######## block 1 ########
**Block 1: clock routing**

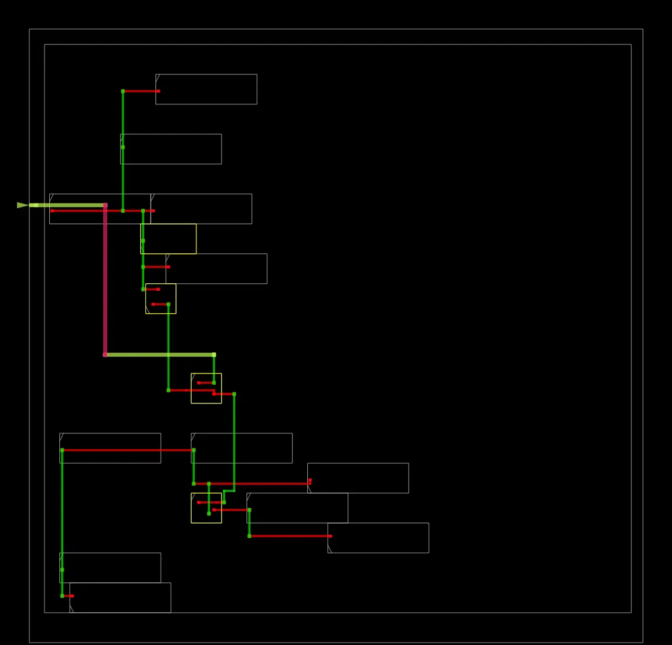
<file path="src/rtl/cpu_control_fsm.sv">
// Multi-cycle control unit for the 8-bit CPU: fetches opcode/immediate bytes,
// decodes them and sequences the Bmux, ALU, register file, PC and memory strobes.
module cpu_control_fsm #(
  parameter int OPW = 4
) (
  input  logic       clk,
  input  logic       rst_n,
  input  logic       run,
  input  logic [7:0] mem_data,
  input  logic       mem_ready,
  input  logic       zero_flag,
  output logic       mem_rd,
  output logic       mem_wr,
  output logic       addr_sel,
  output logic       ir_load,
  output logic       imm_load,
  output logic       pc_inc,
  output logic       pc_load,
  output logic       B_select,
  output logic [2:0] alu_op,
  output logic       reg_write,
  output logic       wb_sel,
  output logic [1:0] rd_sel,
  output logic [1:0] rs_sel,
  output logic       halted,
  output logic       illegal,
  output logic [2:0] state
);

  typedef enum logic [2:0] {
    S_IDLE, S_FETCH, S_DECODE, S_IMM, S_EXEC, S_MEM, S_WB, S_HALT
  } state_t;

  localparam logic [OPW-1:0] OP_NOP  = OPW'(4'h0);
  localparam logic [OPW-1:0] OP_ADD  = OPW'(4'h1);
  localparam logic [OPW-1:0] OP_SUB  = OPW'(4'h2);
  localparam logic [OPW-1:0] OP_AND  = OPW'(4'h3);
  localparam logic [OPW-1:0] OP_OR   = OPW'(4'h4);
  localparam logic [OPW-1:0] OP_ADDI = OPW'(4'h5);
  localparam logic [OPW-1:0] OP_SUBI = OPW'(4'h6);
  localparam logic [OPW-1:0] OP_LDI  = OPW'(4'h7);
  localparam logic [OPW-1:0] OP_LD   = OPW'(4'h8);
  localparam logic [OPW-1:0] OP_ST   = OPW'(4'h9);
  localparam logic [OPW-1:0] OP_JMP  = OPW'(4'hA);
  localparam logic [OPW-1:0] OP_JZ   = OPW'(4'hB);
  localparam logic [OPW-1:0] OP_HALT = OPW'(4'hF);

  state_t         cur, nxt;
  logic [7:0]     ir;
  logic           ill_q;
  logic [OPW-1:0] op;
  logic           is_reg_alu, is_imm_form, is_ill, is_alu_form;
  logic [2:0]     dec_aop;
  logic           dec_bsel;

  assign op          = ir[7 -: OPW];
  assign is_reg_alu  = (op >= OP_ADD)  && (op <= OP_OR);
  assign is_imm_form = (op >= OP_ADDI) && (op <= OP_JZ);
  assign is_ill      = (op > OP_JZ)    && (op < OP_HALT);
  assign is_alu_form = (op >= OP_ADD)  && (op <= OP_LDI);
  assign dec_bsel    = (op >= OP_ADDI) && (op <= OP_LDI);

  always_comb begin
    dec_aop = 3'b000;
    case (op)
      OP_SUB, OP_SUBI: dec_aop = 3'b001;
      OP_AND:          dec_aop = 3'b010;
      OP_OR:           dec_aop = 3'b011;
      OP_LDI:          dec_aop = 3'b100;
      default:         dec_aop = 3'b000;
    endcase
  end

  always_ff @(posedge clk or negedge rst_n) begin
    if (!rst_n) begin
      cur   <= S_IDLE;
      ir    <= 8'h00;
      ill_q <= 1'b0;
    end else begin
      cur <= nxt;
      if (cur == S_FETCH && mem_ready) ir <= mem_data;
      if (cur == S_DECODE && is_ill)   ill_q <= 1'b1;
    end
  end

  always_comb begin
    nxt       = cur;
    mem_rd    = 1'b0;
    mem_wr    = 1'b0;
    addr_sel  = 1'b0;
    ir_load   = 1'b0;
    imm_load  = 1'b0;
    pc_inc    = 1'b0;
    pc_load   = 1'b0;
    B_select  = 1'b0;
    alu_op    = 3'b000;
    reg_write = 1'b0;
    wb_sel    = 1'b0;
    halted    = 1'b0;
    case (cur)
      S_IDLE: if (run) nxt = S_FETCH;
      S_FETCH: begin
        mem_rd = 1'b1;
        if (mem_ready) begin
          ir_load = 1'b1;
          pc_inc  = 1'b1;
          nxt     = S_DECODE;
        end
      end
      S_DECODE: begin
        if (op == OP_HALT)    nxt = S_HALT;
        else if (is_reg_alu)  nxt = S_EXEC;
        else if (is_imm_form) nxt = S_IMM;
        else                  nxt = S_FETCH;  // NOP and illegal opcodes
      end
      S_IMM: begin
        mem_rd = 1'b1;
        if (mem_ready) begin
          imm_load = 1'b1;
          pc_inc   = 1'b1;
          nxt      = (op == OP_LD || op == OP_ST) ? S_MEM : S_EXEC;
        end
      end
      S_EXEC: begin
        B_select = dec_bsel;
        alu_op   = dec_aop;
        if (is_alu_form) nxt = S_WB;
        else begin
          pc_load = (op == OP_JMP) || (op == OP_JZ && zero_flag);
          nxt     = S_FETCH;
        end
      end
      S_MEM: begin
        addr_sel = 1'b1;
        mem_rd   = (op == OP_LD);
        mem_wr   = (op == OP_ST);
        if (mem_ready) nxt = (op == OP_LD) ? S_WB : S_FETCH;
      end
      S_WB: begin
        // ALU controls stay at their EXEC values while the result is written
        B_select  = dec_bsel;
        alu_op    = dec_aop;
        reg_write = 1'b1;
        wb_sel    = (op == OP_LD);
        nxt       = S_FETCH;
      end
      S_HALT: halted = 1'b1;
      default: nxt = S_IDLE;
    endcase
  end

  assign state   = cur;
  assign illegal = ill_q;
  assign rd_sel  = ir[3:2];
  assign rs_sel  = ir[1:0];

endmodule

</file>
<file path="config.mk">
export PLATFORM = sky130hd
export DESIGN_NAME = cpu_control_fsm
export DESIGN_NICKNAME = d
export VERILOG_FILES = /design/src/rtl/cpu_control_fsm.sv
export SDC_FILE = /design/constraint.sdc
export NUM_CORES = 1
export LEC_CHECK = 0
export CORE_MARGIN = 1
export CORE_UTILIZATION = 30
export CTS_CLUSTER_SIZE = 25
export DETAILED_ROUTE_END_ITERATION = 10
export GPL_TIMING_DRIVEN = 0
export HOLD_SLACK_MARGIN = 0.15
export SLEW_MARGIN = 10
export SYNTH_ARGS = -nofsm -noshare
export SYNTH_HDL_FRONTEND = slang
export SYNTH_SLANG_ARGS = --single-unit
</file>
<file path="constraint.sdc">
create_clock -name clk -period 3.3 [get_ports clk]
set_clock_uncertainty 0.2 [all_clocks]
set_input_delay 0.66 -clock clk [delete_from_list [all_inputs] [get_ports clk]]
set_output_delay 0.66 -clock clk [all_outputs]
set_load 0.05 [all_outputs]
</file>
==> summary.txt <==
clk buf depth: 2
Die H: 55.8 um
Cell Area, Synth: 868 um^2
Slew HR: 64.6%
critical path's top delay family: buffers and inverters
Slew @ Worst Pin: 529 ps
Max Freq: 317 MHz
most numerous logic cells after layout: clkdlybuf4s50_1 (27), nor2_1 (13), dfrtp_1 (12)
Post-DP HPWL: 1780 um
WP buf/inv: 1
outcome: complete, no violations
Largest Register: ir
met2 usage: 27.0%
met1 Use GR: 19.1%
register share after synthesis: 34.6%
About 'clock routing' of block 1:
# clk buffers: 4
clock sink total: 12


######## block 2 ########
==> src/rtl/calc_pkg.sv <==
// Shared types and widths for the calculator command driver.
package calc_pkg;

    localparam int unsigned DATA_W = 4;
    localparam int unsigned OP_W   = 2;
    localparam int unsigned CNT_W  = 8;

    typedef enum logic [1:0] {
        IDLE  = 2'd0,
        RUN   = 2'd1,
        DRAIN = 2'd2
    } state_t;

endpackage

==> src/rtl/calc_timeout_ctr.sv <==
// RUN-cycle watchdog: cleared on RUN entry, counts while enabled,
// flags the cycle whose increment reaches TIMEOUT_CYCLES.
module calc_timeout_ctr
    import calc_pkg::*;
#(
    parameter int unsigned TIMEOUT_CYCLES = 64
) (
    input  logic clk,
    input  logic rst,
    input  logic clear,
    input  logic enable,
    output logic expired
);

    localparam int unsigned W = $clog2(TIMEOUT_CYCLES + 1);

    logic [W-1:0] cnt_q;
    logic [W-1:0] cnt_d;
    logic [W-1:0] cnt_inc;

    always_comb begin
        cnt_inc = cnt_q + W'(1);
        cnt_d   = cnt_q;
        if (clear) begin
            cnt_d = '0;
        end else if (enable) begin
            cnt_d = cnt_inc;
        end
    end

    // Expiry is judged on the value this edge would store.
    assign expired = enable && (cnt_inc == W'(TIMEOUT_CYCLES));

    always_ff @(posedge clk or posedge rst) begin
        if (rst) begin
            cnt_q <= '0;
        end else begin
            cnt_q <= cnt_d;
        end
    end

endmodule

==> src/rtl/calc_driver.sv <==
// Command/result handshake driver for a level-started calculator.
// Optional RUN watchdog enabled by defining CALC_TIMEOUT_EN.
module calc_driver
    import calc_pkg::*;
#(
    parameter int unsigned TIMEOUT_CYCLES = 64
) (
    input  logic              clk,
    input  logic              rst,
    input  logic              cmd_valid,
    output logic              cmd_ready,
    input  logic [OP_W-1:0]   cmd_op,
    input  logic [DATA_W-1:0] cmd_x,
    input  logic [DATA_W-1:0] cmd_y,
    output logic              go_calc,
    output logic [OP_W-1:0]   op,
    output logic [DATA_W-1:0] x,
    output logic [DATA_W-1:0] y,
    input  logic              done,
    input  logic [DATA_W-1:0] calc_out,
    output logic              res_valid,
    input  logic              res_ready,
    output logic [DATA_W-1:0] res_data,
    output logic              res_err,
    output logic [CNT_W-1:0]  op_count,
    output logic              busy
);

    state_t              state_q, state_d;
    logic                go_calc_q, go_calc_d;
    logic [OP_W-1:0]     op_q, op_d;
    logic [DATA_W-1:0]   x_q, x_d;
    logic [DATA_W-1:0]   y_q, y_d;
    logic                res_valid_q, res_valid_d;
    logic [DATA_W-1:0]   res_data_q, res_data_d;
    logic [CNT_W-1:0]    op_count_q, op_count_d;

`ifdef CALC_TIMEOUT_EN
    logic res_err_q, res_err_d;
    logic tmo_expired;

    calc_timeout_ctr #(
        .TIMEOUT_CYCLES (TIMEOUT_CYCLES)
    ) u_timeout_ctr (
        .clk     (clk),
        .rst     (rst),
        .clear   (state_q == IDLE),
        .enable  (state_q == RUN),
        .expired (tmo_expired)
    );

    assign res_err = res_err_q;
`else
    logic unused_timeout_cycles;
    assign unused_timeout_cycles = |TIMEOUT_CYCLES;
    assign res_err = 1'b0;
`endif

    assign cmd_ready = (state_q == IDLE) && !done;
    assign busy      = (state_q != IDLE);
    assign go_calc   = go_calc_q;
    assign op        = op_q;
    assign x         = x_q;
    assign y         = y_q;
    assign res_valid = res_valid_q;
    assign res_data  = res_data_q;
    assign op_count  = op_count_q;

    always_comb begin
        state_d     = state_q;
        go_calc_d   = go_calc_q;
        op_d        = op_q;
        x_d         = x_q;
        y_d         = y_q;
        res_valid_d = res_valid_q;
        res_data_d  = res_data_q;
        op_count_d  = op_count_q;
`ifdef CALC_TIMEOUT_EN
        res_err_d   = res_err_q;
`endif
        unique case (state_q)
            IDLE: begin
                if (cmd_valid && cmd_ready) begin
                    op_d      = cmd_op;
                    x_d       = cmd_x;
                    y_d       = cmd_y;
                    go_calc_d = 1'b1;
                    state_d   = RUN;
                end
            end
            RUN: begin
                // A done coinciding with expiry takes priority as a normal result.
                if (done) begin
                    res_data_d  = calc_out;
                    res_valid_d = 1'b1;
                    go_calc_d   = 1'b0;
                    state_d     = DRAIN;
`ifdef CALC_TIMEOUT_EN
                    res_err_d   = 1'b0;
                end else if (tmo_expired) begin
                    res_data_d  = '0;
                    res_err_d   = 1'b1;
                    res_valid_d = 1'b1;
                    go_calc_d   = 1'b0;
                    state_d     = DRAIN;
`endif
                end
            end
            DRAIN: begin
                if (res_valid_q && res_ready) begin
                    res_valid_d = 1'b0;
                    state_d     = IDLE;
                    if (!res_err) begin
                        op_count_d = op_count_q + CNT_W'(1);
                    end
                end
            end
            default: begin
                state_d = IDLE;
            end
        endcase
    end

    always_ff @(posedge clk or posedge rst) begin
        if (rst) begin
            state_q     <= IDLE;
            go_calc_q   <= 1'b0;
            op_q        <= '0;
            x_q         <= '0;
            y_q         <= '0;
            res_valid_q <= 1'b0;
            res_data_q  <= '0;
            op_count_q  <= '0;
`ifdef CALC_TIMEOUT_EN
            res_err_q   <= 1'b0;
`endif
        end else begin
            state_q     <= state_d;
            go_calc_q   <= go_calc_d;
            op_q        <= op_d;
            x_q         <= x_d;
            y_q         <= y_d;
            res_valid_q <= res_valid_d;
            res_data_q  <= res_data_d;
            op_count_q  <= op_count_d;
`ifdef CALC_TIMEOUT_EN
            res_err_q   <= res_err_d;
`endif
        end
    end

endmodule
==> config.mk <==
export PLATFORM = sky130hd
export DESIGN_NAME = calc_driver
export DESIGN_NICKNAME = d
export VERILOG_FILES = /design/src/rtl/calc_pkg.sv /design/src/rtl/calc_timeout_ctr.sv /design/src/rtl/calc_driver.sv
export SDC_FILE = /design/constraint.sdc
export NUM_CORES = 1
export LEC_CHECK = 0
export CAP_MARGIN = 15
export CORE_UTILIZATION = 30
export DETAILED_ROUTE_END_ITERATION = 6
export SKIP_CTS_REPAIR_TIMING = 1
export SYNTH_ARGS = -nofsm -noshare
export SYNTH_HDL_FRONTEND = slang
export SYNTH_SLANG_ARGS = --single-unit
==> constraint.sdc <==
create_clock -name clk -period 1.7 [get_ports clk]
set_input_delay 0.34 -clock clk [delete_from_list [all_inputs] [get_ports clk]]
set_output_delay 0.34 -clock clk [all_outputs]
set_load 0.02 [all_outputs]
==> summary.txt <==
clock power share: 13.1%
Max Cap Violations: 0
TritonCTS clock tree: done
Leading cell kind: registers
crit path DAT: 1300 ps
met3 Use GR: 2.90%
antenna violations before repair: 0
via count: 761
Complex Gates by Area: 1.16%
Yosys chip area: 1080 um^2
Net Sw Power: 809 uW
post-layout worst setup margin: 59.3 ps
GR Overflow Total: 0
Routed WL: 1980 um
Non-Filler Instances: 176
Internal: 1540 uW
chip area: 3850 um^2
Nets: 151
placed inst area: 1610 um^2
outcome: complete, no violations
largest power group: combinational cells
**Block 2: cell classes on the final placement**

Scale bar: 20 um.
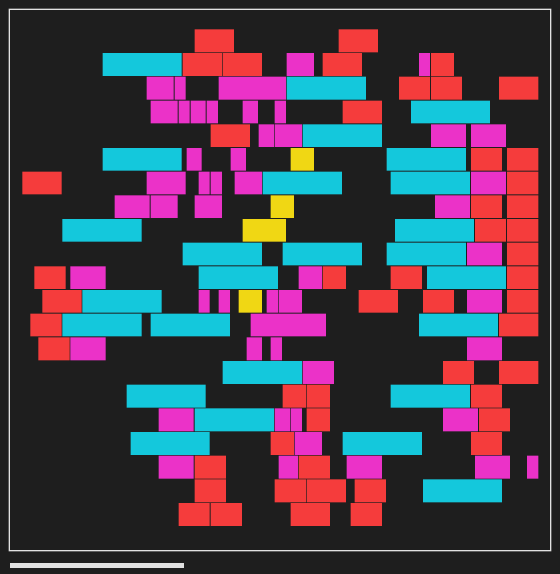
[clock drivers and dummy loads] yellow | cells: 4
[remaining logic cells] magenta | cells: 50
[registers] cyan | cells: 26
[remaining buffers and delay cells] red | cells: 50
sequential share of cell area: 38.7%
Finished Cell Area: 1680 um^2
core area: 3390 um^2

**Block 2: PDN straps and rails**

Pins as bars on the die edge. Tap cells in gray.
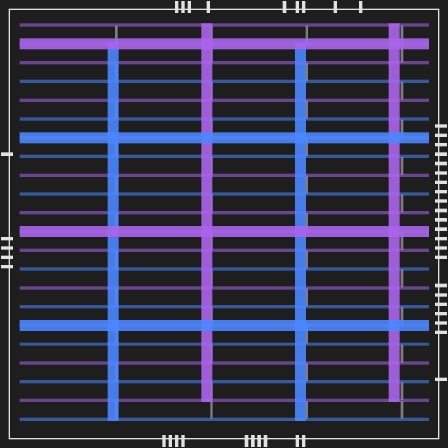
[VDD] purple
[VSS] blue
tap cells: 46
met4 straps: 4
met5 straps: 4
rows: 21
IR drop worst, VDD: 869 uV
Die H: 62.0 um
Die X: 62.0 um


######## block 3 ########
**Block 3: gate-type map**

Scale bar: 50 um.
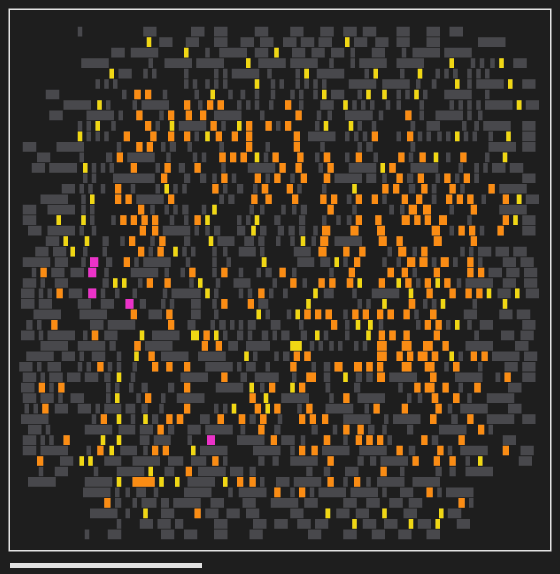
**Block 3: cell classes on the final placement**

Scale bar: 50 um.
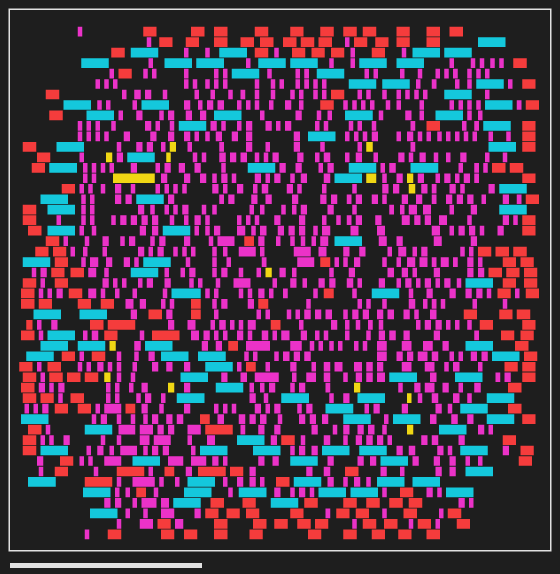
**Block 3: clock network drawn from the DEF**

Scale bar: 50 um.
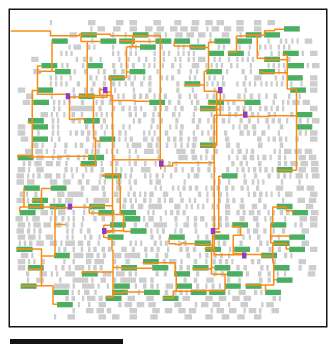
### config.mk
export PLATFORM = sky130hd
export DESIGN_NAME = load_store_unit_flat
export DESIGN_NICKNAME = d
export VERILOG_FILES = /design/src/rtl/load_store_unit_if.sv /design/src/rtl/load_store_unit.sv /design/src/flat_wrapper.sv
export SDC_FILE = /design/constraint.sdc
export NUM_CORES = 1
export LEC_CHECK = 0
export ABC_AREA = 1
export CAP_MARGIN = 20
export CELL_PAD_IN_SITES_DETAIL_PLACEMENT = 1
export CELL_PAD_IN_SITES_GLOBAL_PLACEMENT = 1
export CORE_MARGIN = 2
export CORE_UTILIZATION = 34
export CTS_BUF_LIST = sky130_fd_sc_hd__clkbuf_2
export DETAILED_ROUTE_END_ITERATION = 12
export GPL_TIMING_DRIVEN = 1
export PLACE_DENSITY_LB_ADDON = 0.2
export SLEW_MARGIN = 20
export SYNTH_ARGS = -nofsm -noshare
export SYNTH_HDL_FRONTEND = slang
export SYNTH_SLANG_ARGS = --single-unit
### constraint.sdc
create_clock -name clk -period 2.5 [get_ports clk]
set_input_delay 0.75 -clock clk [delete_from_list [all_inputs] [get_ports clk]]
set_output_delay 0.75 -clock clk [all_outputs]
set_load 0.005 [all_outputs]
### src/rtl/load_store_unit_if.sv
`default_nettype none
// ============================================================================
//  Module   : load_store_unit_if
//  Purpose  : Bundles the core request/response handshake and the word-wide
//             data-memory bus of the load/store unit.
//  Ports    : master - the load/store unit (drives req_ready, resp_*, mem_*
//                      strobes/address/wdata; samples req_*, mem_rdata,
//                      mem_stall)
//             slave  - the surrounding core + memory system
//  Revision : 1.0 - initial release
// ============================================================================
interface load_store_unit_if #(
  parameter int ADDR_WIDTH = 12
);
  // core side
  logic                  req_valid;
  logic                  req_ready;
  logic                  req_write;
  logic [2:0]            req_funct3;
  logic [ADDR_WIDTH-1:0] req_addr;
  logic [31:0]           req_wdata;
  logic                  resp_valid;
  logic [31:0]           resp_rdata;
  logic                  resp_error;
  // memory side
  logic                  mem_read;
  logic                  mem_write;
  logic [ADDR_WIDTH-1:0] byte_address;
  logic [31:0]           mem_wdata;
  logic [31:0]           mem_rdata;
  logic                  mem_stall;

  modport master (
    input  req_valid, req_write, req_funct3, req_addr, req_wdata,
    input  mem_rdata, mem_stall,
    output req_ready, resp_valid, resp_rdata, resp_error,
    output mem_read, mem_write, byte_address, mem_wdata
  );

  modport slave (
    output req_valid, req_write, req_funct3, req_addr, req_wdata,
    output mem_rdata, mem_stall,
    input  req_ready, resp_valid, resp_rdata, resp_error,
    input  mem_read, mem_write, byte_address, mem_wdata
  );
endinterface
`default_nettype wire

### src/rtl/load_store_unit.sv
`default_nettype none
// ============================================================================
//  Module   : load_store_unit
//  Purpose  : Accepts one load/store at a time from the core and turns it into
//             word-granular mem_read/mem_write accesses. Sub-word stores are a
//             read-modify-write. Loads return sign/zero-extended data.
//  Ports    : clk   - clock, rising edge
//             reset - synchronous, active-low
//             bus   - load_store_unit_if.master (request, response, memory bus)
//  Revision : 1.0 - initial release
// ============================================================================
module load_store_unit #(
  parameter int ADDR_WIDTH = 12
) (
  input wire               clk,
  input wire               reset,
  load_store_unit_if.master bus
);

  typedef enum logic [1:0] {
    S_IDLE = 2'd0,
    S_RD   = 2'd1,
    S_WR   = 2'd2,
    S_RESP = 2'd3
  } state_t;

  state_t                state_q, state_d;
  logic                  write_q, write_d;
  logic [2:0]            funct3_q, funct3_d;
  logic [1:0]            offset_q, offset_d;    // byte offset within the word
  logic [15:0]           wdata_q, wdata_d;      // only sub-word stores need it
  logic                  req_ready_q, req_ready_d;
  logic                  mem_read_q, mem_read_d;
  logic                  mem_write_q, mem_write_d;
  logic [ADDR_WIDTH-1:0] byte_address_q, byte_address_d;
  logic [31:0]           mem_wdata_q, mem_wdata_d;
  logic                  resp_valid_q, resp_valid_d;
  logic [31:0]           resp_rdata_q, resp_rdata_d;
  logic                  resp_error_q, resp_error_d;

  logic                  accept;
  logic                  req_illegal;
  logic                  req_misaligned;
  logic [7:0]            byte_lane;
  logic [15:0]           half_lane;
  logic [31:0]           load_data;
  logic [31:0]           merged_word;

  // Request classification, evaluated on the incoming request.
  always_comb begin
    accept = bus.req_valid && req_ready_q;
    case (bus.req_funct3)
      3'b000, 3'b001, 3'b010: req_illegal = 1'b0;
      3'b100, 3'b101:         req_illegal = bus.req_write;  // no unsigned stores
      default:                req_illegal = 1'b1;
    endcase
    // funct3[1:0] encodes the access size for every legal code
    req_misaligned = ((bus.req_funct3[1:0] == 2'b01) && bus.req_addr[0]) ||
                     ((bus.req_funct3[1:0] == 2'b10) && (bus.req_addr[1:0] != 2'b00));
  end

  // Lane extraction for loads and lane replacement for sub-word stores.
  always_comb begin
    byte_lane = bus.mem_rdata[{offset_q, 3'b000} +: 8];
    half_lane = bus.mem_rdata[{offset_q[1], 4'b0000} +: 16];
    case (funct3_q)
      3'b000:  load_data = {{24{byte_lane[7]}}, byte_lane};
      3'b001:  load_data = {{16{half_lane[15]}}, half_lane};
      3'b100:  load_data = {24'h000000, byte_lane};
      3'b101:  load_data = {16'h0000, half_lane};
      default: load_data = bus.mem_rdata;
    endcase
    merged_word = bus.mem_rdata;
    if (funct3_q[1:0] == 2'b00) begin
      merged_word[{offset_q, 3'b000} +: 8] = wdata_q[7:0];
    end else begin
      merged_word[{offset_q[1], 4'b0000} +: 16] = wdata_q;
    end
  end

  // Next-state and registered-output logic; everything holds by default so
  // a stalled access keeps its strobe, address and data stable.
  always_comb begin
    state_d        = state_q;
    write_d        = write_q;
    funct3_d       = funct3_q;
    offset_d       = offset_q;
    wdata_d        = wdata_q;
    req_ready_d    = req_ready_q;
    mem_read_d     = mem_read_q;
    mem_write_d    = mem_write_q;
    byte_address_d = byte_address_q;
    mem_wdata_d    = mem_wdata_q;
    resp_valid_d   = resp_valid_q;
    resp_rdata_d   = resp_rdata_q;
    resp_error_d   = resp_error_q;

    case (state_q)
      S_IDLE: begin
        if (accept) begin
          write_d        = bus.req_write;
          funct3_d       = bus.req_funct3;
          offset_d       = bus.req_addr[1:0];
          wdata_d        = bus.req_wdata[15:0];
          byte_address_d = {bus.req_addr[ADDR_WIDTH-1:2], 2'b00};
          req_ready_d    = 1'b0;
          if (req_illegal || req_misaligned) begin
            state_d      = S_RESP;
            resp_valid_d = 1'b1;
            resp_error_d = 1'b1;
            resp_rdata_d = 32'h0;
          end else if (bus.req_write && (bus.req_funct3 == 3'b010)) begin
            state_d     = S_WR;
            mem_write_d = 1'b1;
            mem_wdata_d = bus.req_wdata;
          end else begin
            // loads and sub-word stores both start by reading the word
            state_d    = S_RD;
            mem_read_d = 1'b1;
          end
        end
      end
      S_RD: begin
        if (!bus.mem_stall) begin
          mem_read_d = 1'b0;
          if (write_q) begin
            state_d     = S_WR;
            mem_write_d = 1'b1;
            mem_wdata_d = merged_word;
          end else begin
            state_d      = S_RESP;
            resp_valid_d = 1'b1;
            resp_error_d = 1'b0;
            resp_rdata_d = load_data;
          end
        end
      end
      S_WR: begin
        if (!bus.mem_stall) begin
          mem_write_d  = 1'b0;
          state_d      = S_RESP;
          resp_valid_d = 1'b1;
          resp_error_d = 1'b0;
          resp_rdata_d = 32'h0;
        end
      end
      S_RESP: begin
        resp_valid_d = 1'b0;
        req_ready_d  = 1'b1;
        state_d      = S_IDLE;
      end
      default: begin
        state_d     = S_IDLE;
        req_ready_d = 1'b1;
      end
    endcase
  end

  always_ff @(posedge clk) begin
    if (!reset) begin
      state_q        <= S_IDLE;
      write_q        <= 1'b0;
      funct3_q       <= 3'b000;
      offset_q       <= 2'b00;
      wdata_q        <= 16'h0000;
      req_ready_q    <= 1'b1;
      mem_read_q     <= 1'b0;
      mem_write_q    <= 1'b0;
      byte_address_q <= '0;
      mem_wdata_q    <= 32'h0;
      resp_valid_q   <= 1'b0;
      resp_rdata_q   <= 32'h0;
      resp_error_q   <= 1'b0;
    end else begin
      state_q        <= state_d;
      write_q        <= write_d;
      funct3_q       <= funct3_d;
      offset_q       <= offset_d;
      wdata_q        <= wdata_d;
      req_ready_q    <= req_ready_d;
      mem_read_q     <= mem_read_d;
      mem_write_q    <= mem_write_d;
      byte_address_q <= byte_address_d;
      mem_wdata_q    <= mem_wdata_d;
      resp_valid_q   <= resp_valid_d;
      resp_rdata_q   <= resp_rdata_d;
      resp_error_q   <= resp_error_d;
    end
  end

  assign bus.req_ready    = req_ready_q;
  assign bus.mem_read     = mem_read_q;
  assign bus.mem_write    = mem_write_q;
  assign bus.byte_address = byte_address_q;
  assign bus.mem_wdata    = mem_wdata_q;
  assign bus.resp_valid   = resp_valid_q;
  assign bus.resp_rdata   = resp_rdata_q;
  assign bus.resp_error   = resp_error_q;

endmodule
`default_nettype wire

### src/flat_wrapper.sv
// flat-port wrapper written by rule: the top's interface ports become plain ports
module load_store_unit_flat 
#(
  parameter int ADDR_WIDTH = 12
)
  (clk, reset, bus_req_valid, bus_req_write, bus_req_funct3, bus_req_addr, bus_req_wdata, bus_mem_rdata, bus_mem_stall, bus_req_ready, bus_resp_valid, bus_resp_rdata, bus_resp_error, bus_mem_read, bus_mem_write, bus_byte_address, bus_mem_wdata);
  load_store_unit_if #(.ADDR_WIDTH(ADDR_WIDTH)) bus_i ();
  input wire clk;
  input wire reset;
  input wire logic [$bits(bus_i.req_valid)-1:0] bus_req_valid;
  input wire logic [$bits(bus_i.req_write)-1:0] bus_req_write;
  input wire logic [$bits(bus_i.req_funct3)-1:0] bus_req_funct3;
  input wire logic [$bits(bus_i.req_addr)-1:0] bus_req_addr;
  input wire logic [$bits(bus_i.req_wdata)-1:0] bus_req_wdata;
  input wire logic [$bits(bus_i.mem_rdata)-1:0] bus_mem_rdata;
  input wire logic [$bits(bus_i.mem_stall)-1:0] bus_mem_stall;
  output wire logic [$bits(bus_i.req_ready)-1:0] bus_req_ready;
  output wire logic [$bits(bus_i.resp_valid)-1:0] bus_resp_valid;
  output wire logic [$bits(bus_i.resp_rdata)-1:0] bus_resp_rdata;
  output wire logic [$bits(bus_i.resp_error)-1:0] bus_resp_error;
  output wire logic [$bits(bus_i.mem_read)-1:0] bus_mem_read;
  output wire logic [$bits(bus_i.mem_write)-1:0] bus_mem_write;
  output wire logic [$bits(bus_i.byte_address)-1:0] bus_byte_address;
  output wire logic [$bits(bus_i.mem_wdata)-1:0] bus_mem_wdata;
  assign bus_i.req_valid = bus_req_valid;
  assign bus_i.req_write = bus_req_write;
  assign bus_i.req_funct3 = bus_req_funct3;
  assign bus_i.req_addr = bus_req_addr;
  assign bus_i.req_wdata = bus_req_wdata;
  assign bus_i.mem_rdata = bus_mem_rdata;
  assign bus_i.mem_stall = bus_mem_stall;
  assign bus_req_ready = bus_i.req_ready;
  assign bus_resp_valid = bus_i.resp_valid;
  assign bus_resp_rdata = bus_i.resp_rdata;
  assign bus_resp_error = bus_i.resp_error;
  assign bus_mem_read = bus_i.mem_read;
  assign bus_mem_write = bus_i.mem_write;
  assign bus_byte_address = bus_i.byte_address;
  assign bus_mem_wdata = bus_i.mem_wdata;
  load_store_unit #(.ADDR_WIDTH(ADDR_WIDTH)) u_core (.clk(clk), .reset(reset), .bus(bus_i));
endmodule
==> summary.txt <==
Post-Place Cells: 1,373
Most used DFF post-synth: dfxtp_1
Final period util: 94.0%
outcome: complete, no violations
Top area cell types: dfxtp_1 (33%), a21oi_1 (14%), nand2_1 (14%)
Post-Place Worst Slack: 89.2 ps
Inverters: 113
top sig layer: met4
Cell Area, Synth: 6310 um^2
chip area: 19,700 um^2
reg2reg end: u_core.bus.mem_wdata[16]
via count: 7,119
Tot Pwr: 9510 uW
total power per unit cell area: 1160 nW/um^2
clock slew seen by the registers of the worst setup and hold paths: 290 ps
Area growth, synth to finish: 29.8%
clock root buffer: clkbuf_2
share of layout cells above drive strength 1: 4.92%
clk buf depth: 2
met1 wire length: 10,600 um
GR Overflow Total: 0
H-tree depth: 3
## Picture notes: 'gate-type map' of block 3
[inv cells] yellow | cells: 113 | where: widely spread
[and/or cells] magenta | cells: 5 | where: middle left
[aoi and oai cells] orange | cells: 288
Non-Filler Instances: 1,389
most numerous logic cell after layout: nand2_1

## Picture notes: 'cell classes on the final placement' of block 3
[registers] cyan | cells: 103
[remaining buffers and delay cells] red | cells: 181
[clock drivers and dummy loads] yellow | cells: 15
[remaining logic cells] magenta | cells: 860

## Picture notes: 'clock network drawn from the DEF' of block 3
[clock wires] orange | length: 1,570 um
[flip-flops] green | count: 103
[clock-net drivers] purple | count: 9
flops lie: widely spread


######## block 4 ########
**Block 4: gate-type map**

Scale bar: 50 um.
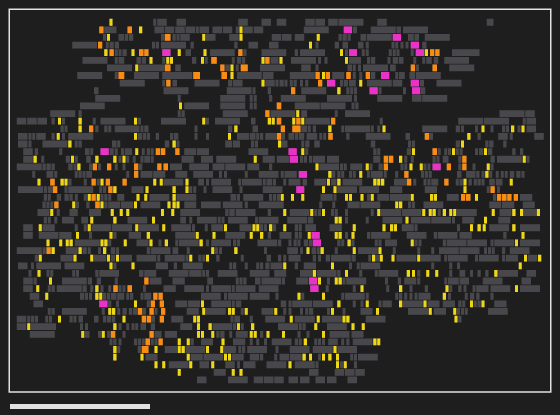
**Block 4: clock routing**

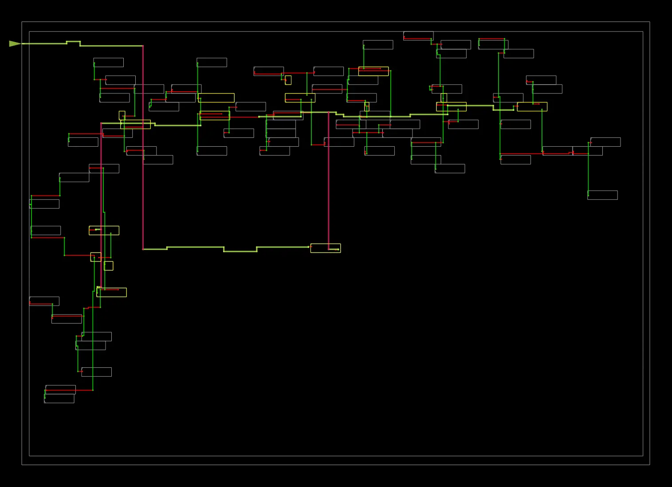
### src/rtl/pixel_frame_sequencer_if.sv
// Pixel command stream from the frame sequencer to the WS2812B driver.
// The master (sequencer) offers a colour or latch command with valid;
// the slave (driver) accepts it with ready.
interface pixel_frame_sequencer_if;
    logic [7:0] red;
    logic [7:0] green;
    logic [7:0] blue;
    logic       latch;
    logic       valid;
    logic       ready;

    modport master (output red, green, blue, latch, valid, input ready);
    modport slave  (input red, green, blue, latch, valid, output ready);
endinterface

### src/rtl/pixel_frame_sequencer.sv
// Pixel frame sequencer: once per frame period it walks the framebuffer
// in address order, scales every colour by a global brightness and hands
// each pixel to the WS2812B driver, ending the frame with a latch command.
module pixel_frame_sequencer #(
    parameter int FRAME_TICKS = 200000,
    parameter int LED         = 256,
    parameter int ADDR_W      = 8
) (
    input  logic                  clk,
    input  logic                  reset_n,
    input  logic                  enable,
    input  logic [7:0]            brightness,
    output logic                  rd_en,
    output logic [ADDR_W-1:0]     rd_addr,
    input  logic [23:0]           rd_data,
    pixel_frame_sequencer_if.master pix,
    output logic                  busy,
    output logic                  frame_done,
    output logic                  overrun
);

    localparam int                TIMER_W      = $clog2(FRAME_TICKS);
    localparam logic [TIMER_W-1:0] TIMER_RELOAD = TIMER_W'(FRAME_TICKS - 1);
    localparam logic [ADDR_W-1:0]  LAST_INDEX   = ADDR_W'(LED - 1);

    typedef enum logic [2:0] {
        IDLE,
        FETCH,
        LOAD,
        PRESENT,
        LATCH
    } state_t;

    state_t              state;
    state_t              state_next;
    logic [TIMER_W-1:0]  timer;
    logic                tick;
    logic                pending;
    logic                start_frame;
    logic [ADDR_W-1:0]   index;
    logic [7:0]          brightness_q;
    logic [7:0]          red_q;
    logic [7:0]          green_q;
    logic [7:0]          blue_q;
    logic                valid_c;
    logic                latch_c;
    logic [7:0]          red_c;
    logic [7:0]          green_c;
    logic [7:0]          blue_c;

    // Scale one colour channel: (c * (b + 1)) >> 8, so b=255 is identity.
    function automatic logic [7:0] scale_channel(input logic [7:0] c, input logic [7:0] b);
        logic [15:0] product;
        product = {8'd0, c} * ({8'd0, b} + 16'd1);
        return product[15:8];
    endfunction

    assign tick        = enable && (timer == '0);
    assign start_frame = (state == IDLE) && pending;

    // Frame period counter: ticks on the first enabled cycle, then every FRAME_TICKS.
    always_ff @(posedge clk or negedge reset_n) begin
        if (!reset_n) begin
            timer <= '0;
        end else if (!enable) begin
            timer <= '0;
        end else if (timer == '0) begin
            timer <= TIMER_RELOAD;
        end else begin
            timer <= timer - TIMER_W'(1);
        end
    end

    // One-deep frame request; a tick that finds it still set flags a sticky overrun.
    always_ff @(posedge clk or negedge reset_n) begin
        if (!reset_n) begin
            pending <= 1'b0;
            overrun <= 1'b0;
        end else begin
            if (tick) begin
                pending <= 1'b1;
            end else if (start_frame) begin
                pending <= 1'b0;
            end
            if (tick && pending && !start_frame) begin
                overrun <= 1'b1;
            end
        end
    end

    // FSM state register.
    always_ff @(posedge clk or negedge reset_n) begin
        if (!reset_n) begin
            state <= IDLE;
        end else begin
            state <= state_next;
        end
    end

    // Next-state and handshake/read outputs for the frame walk.
    always_comb begin
        state_next = state;
        rd_en      = 1'b0;
        rd_addr    = '0;
        valid_c    = 1'b0;
        latch_c    = 1'b0;
        red_c      = 8'd0;
        green_c    = 8'd0;
        blue_c     = 8'd0;
        frame_done = 1'b0;
        case (state)
            IDLE: begin
                if (pending) begin
                    state_next = FETCH;
                end
            end
            FETCH: begin
                rd_en      = 1'b1;
                rd_addr    = index;
                state_next = LOAD;
            end
            LOAD: begin
                state_next = PRESENT;
            end
            PRESENT: begin
                valid_c = 1'b1;
                red_c   = red_q;
                green_c = green_q;
                blue_c  = blue_q;
                if (pix.ready) begin
                    state_next = (index == LAST_INDEX) ? LATCH : FETCH;
                end
            end
            LATCH: begin
                valid_c = 1'b1;
                latch_c = 1'b1;
                if (pix.ready) begin
                    state_next = IDLE;
                    frame_done = 1'b1;
                end
            end
            default: begin
                state_next = IDLE;
            end
        endcase
    end

    // Pixel index, per-frame brightness snapshot and scaled colour holding registers.
    always_ff @(posedge clk or negedge reset_n) begin
        if (!reset_n) begin
            index        <= '0;
            brightness_q <= 8'd0;
            red_q        <= 8'd0;
            green_q      <= 8'd0;
            blue_q       <= 8'd0;
        end else begin
            if (start_frame) begin
                brightness_q <= brightness;
                index        <= '0;
            end
            if (state == LOAD) begin
                red_q   <= scale_channel(rd_data[23:16], brightness_q);
                green_q <= scale_channel(rd_data[15:8],  brightness_q);
                blue_q  <= scale_channel(rd_data[7:0],   brightness_q);
            end
            if ((state == PRESENT) && pix.ready && (index != LAST_INDEX)) begin
                index <= index + ADDR_W'(1);
            end
            if ((state == LATCH) && pix.ready) begin
                index <= '0;
            end
        end
    end

    assign pix.valid = valid_c;
    assign pix.latch = latch_c;
    assign pix.red   = red_c;
    assign pix.green = green_c;
    assign pix.blue  = blue_c;
    assign busy      = (state != IDLE);

endmodule

### src/flat_wrapper.sv
// flat-port wrapper written by rule: the top's interface ports become plain ports
module pixel_frame_sequencer_flat 
#(
    parameter int FRAME_TICKS = 200000,
    parameter int LED         = 256,
    parameter int ADDR_W      = 8
)
  (clk, reset_n, enable, brightness, rd_en, rd_addr, rd_data, busy, frame_done, overrun, pix_red, pix_green, pix_blue, pix_latch, pix_valid, pix_ready);
  pixel_frame_sequencer_if pix_i ();
  input  logic clk;
  input  logic reset_n;
  input  logic enable;
  input  logic [7:0] brightness;
  output logic rd_en;
  output logic [ADDR_W-1:0] rd_addr;
  input  logic [23:0] rd_data;
  output logic busy;
  output logic frame_done;
  output logic overrun;
  output wire logic [$bits(pix_i.red)-1:0] pix_red;
  output wire logic [$bits(pix_i.green)-1:0] pix_green;
  output wire logic [$bits(pix_i.blue)-1:0] pix_blue;
  output wire logic [$bits(pix_i.latch)-1:0] pix_latch;
  output wire logic [$bits(pix_i.valid)-1:0] pix_valid;
  input wire logic [$bits(pix_i.ready)-1:0] pix_ready;
  assign pix_red = pix_i.red;
  assign pix_green = pix_i.green;
  assign pix_blue = pix_i.blue;
  assign pix_latch = pix_i.latch;
  assign pix_valid = pix_i.valid;
  assign pix_i.ready = pix_ready;
  pixel_frame_sequencer #(.FRAME_TICKS(FRAME_TICKS), .LED(LED), .ADDR_W(ADDR_W)) u_core (.clk(clk), .reset_n(reset_n), .enable(enable), .brightness(brightness), .rd_en(rd_en), .rd_addr(rd_addr), .rd_data(rd_data), .pix(pix_i), .busy(busy), .frame_done(frame_done), .overrun(overrun));
endmodule
### config.mk
export PLATFORM = sky130hd
export DESIGN_NAME = pixel_frame_sequencer_flat
export DESIGN_NICKNAME = d
export VERILOG_FILES = /design/src/rtl/pixel_frame_sequencer_if.sv /design/src/rtl/pixel_frame_sequencer.sv /design/src/flat_wrapper.sv
export SDC_FILE = /design/constraint.sdc
export NUM_CORES = 1
export LEC_CHECK = 0
export ABC_AREA = 1
export CAP_MARGIN = 20
export CORE_ASPECT_RATIO = 0.7
export CORE_MARGIN = 2
export CORE_UTILIZATION = 40
export CTS_CLUSTER_DIAMETER = 50
export DETAILED_ROUTE_END_ITERATION = 7
export GPL_TIMING_DRIVEN = 0
export PLACE_DENSITY = 0.61
export SLEW_MARGIN = 20
export SYNTH_ARGS = -nofsm -noshare
export SYNTH_HDL_FRONTEND = slang
export SYNTH_SLANG_ARGS = --single-unit
### constraint.sdc
create_clock -name clk -period 9 [get_ports clk]
set_clock_uncertainty 0.15 [all_clocks]
set_input_delay 0.9 -clock clk [delete_from_list [all_inputs] [get_ports clk]]
set_output_delay 0.9 -clock clk [all_outputs]
set_load 0.01 [all_outputs]
==> summary.txt <==
Top logic family: adder cells
met1 Use GR: 33.5%
critical hold path startpoint: u_core.timer[0]
Comb/total area: 62.1%
count leader, synth: inv_1
unrepaired setup endpoints after global routing: false
placed inst area: 11,200 um^2
ant diodes: 0
outcome: complete, no violations
Post-Place Worst Slack: 3240 ps
CP endpoint: u_core.blue_q[4]
Finished Cell Area: 11,500 um^2
FP Rows: 48
routability cong.: 0.861
Leading cell kind: combinational gates
register share after synthesis: 15.8%
Max Cap Violations: 0
flip-flops: 63
First-pass DRT Iterations: 5
Residual DRC: 0
WP buf/inv: 5
Cell Area, Synth: 10,000 um^2
Mux area share: 0%
Max Freq: 172 MHz
count of tool warnings: 26
About 'gate-type map' of block 4:
[aoi and oai cells] orange | cells: 92 | where: widely spread
[xor and xnor cells] magenta | cells: 22
[inv cells] yellow | cells: 320

About 'clock routing' of block 4:
clock sink total: 63
worst skew pair latency: 340 ps



==> layout pictures side by side <==
PDN straps and rails.
Pins as bars on the die edge. Tap cells in gray.
Plate I
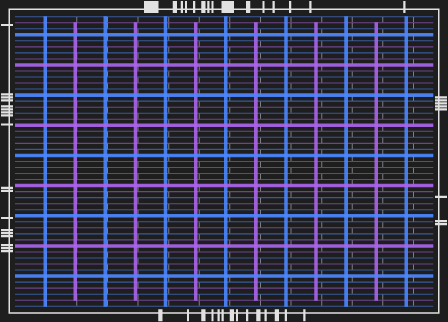
Plate II
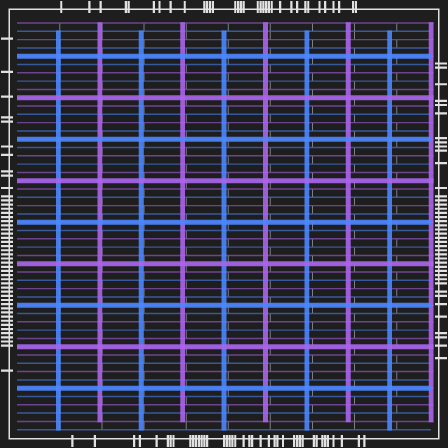
Plate III
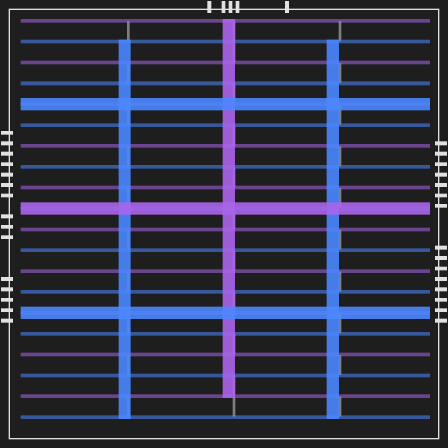
block 1 -> Plate III
block 3 -> Plate II
block 4 -> Plate I
Of these, largest die: Plate I

Power figures rest on the tool's default switching activity, not on a simulated workload.
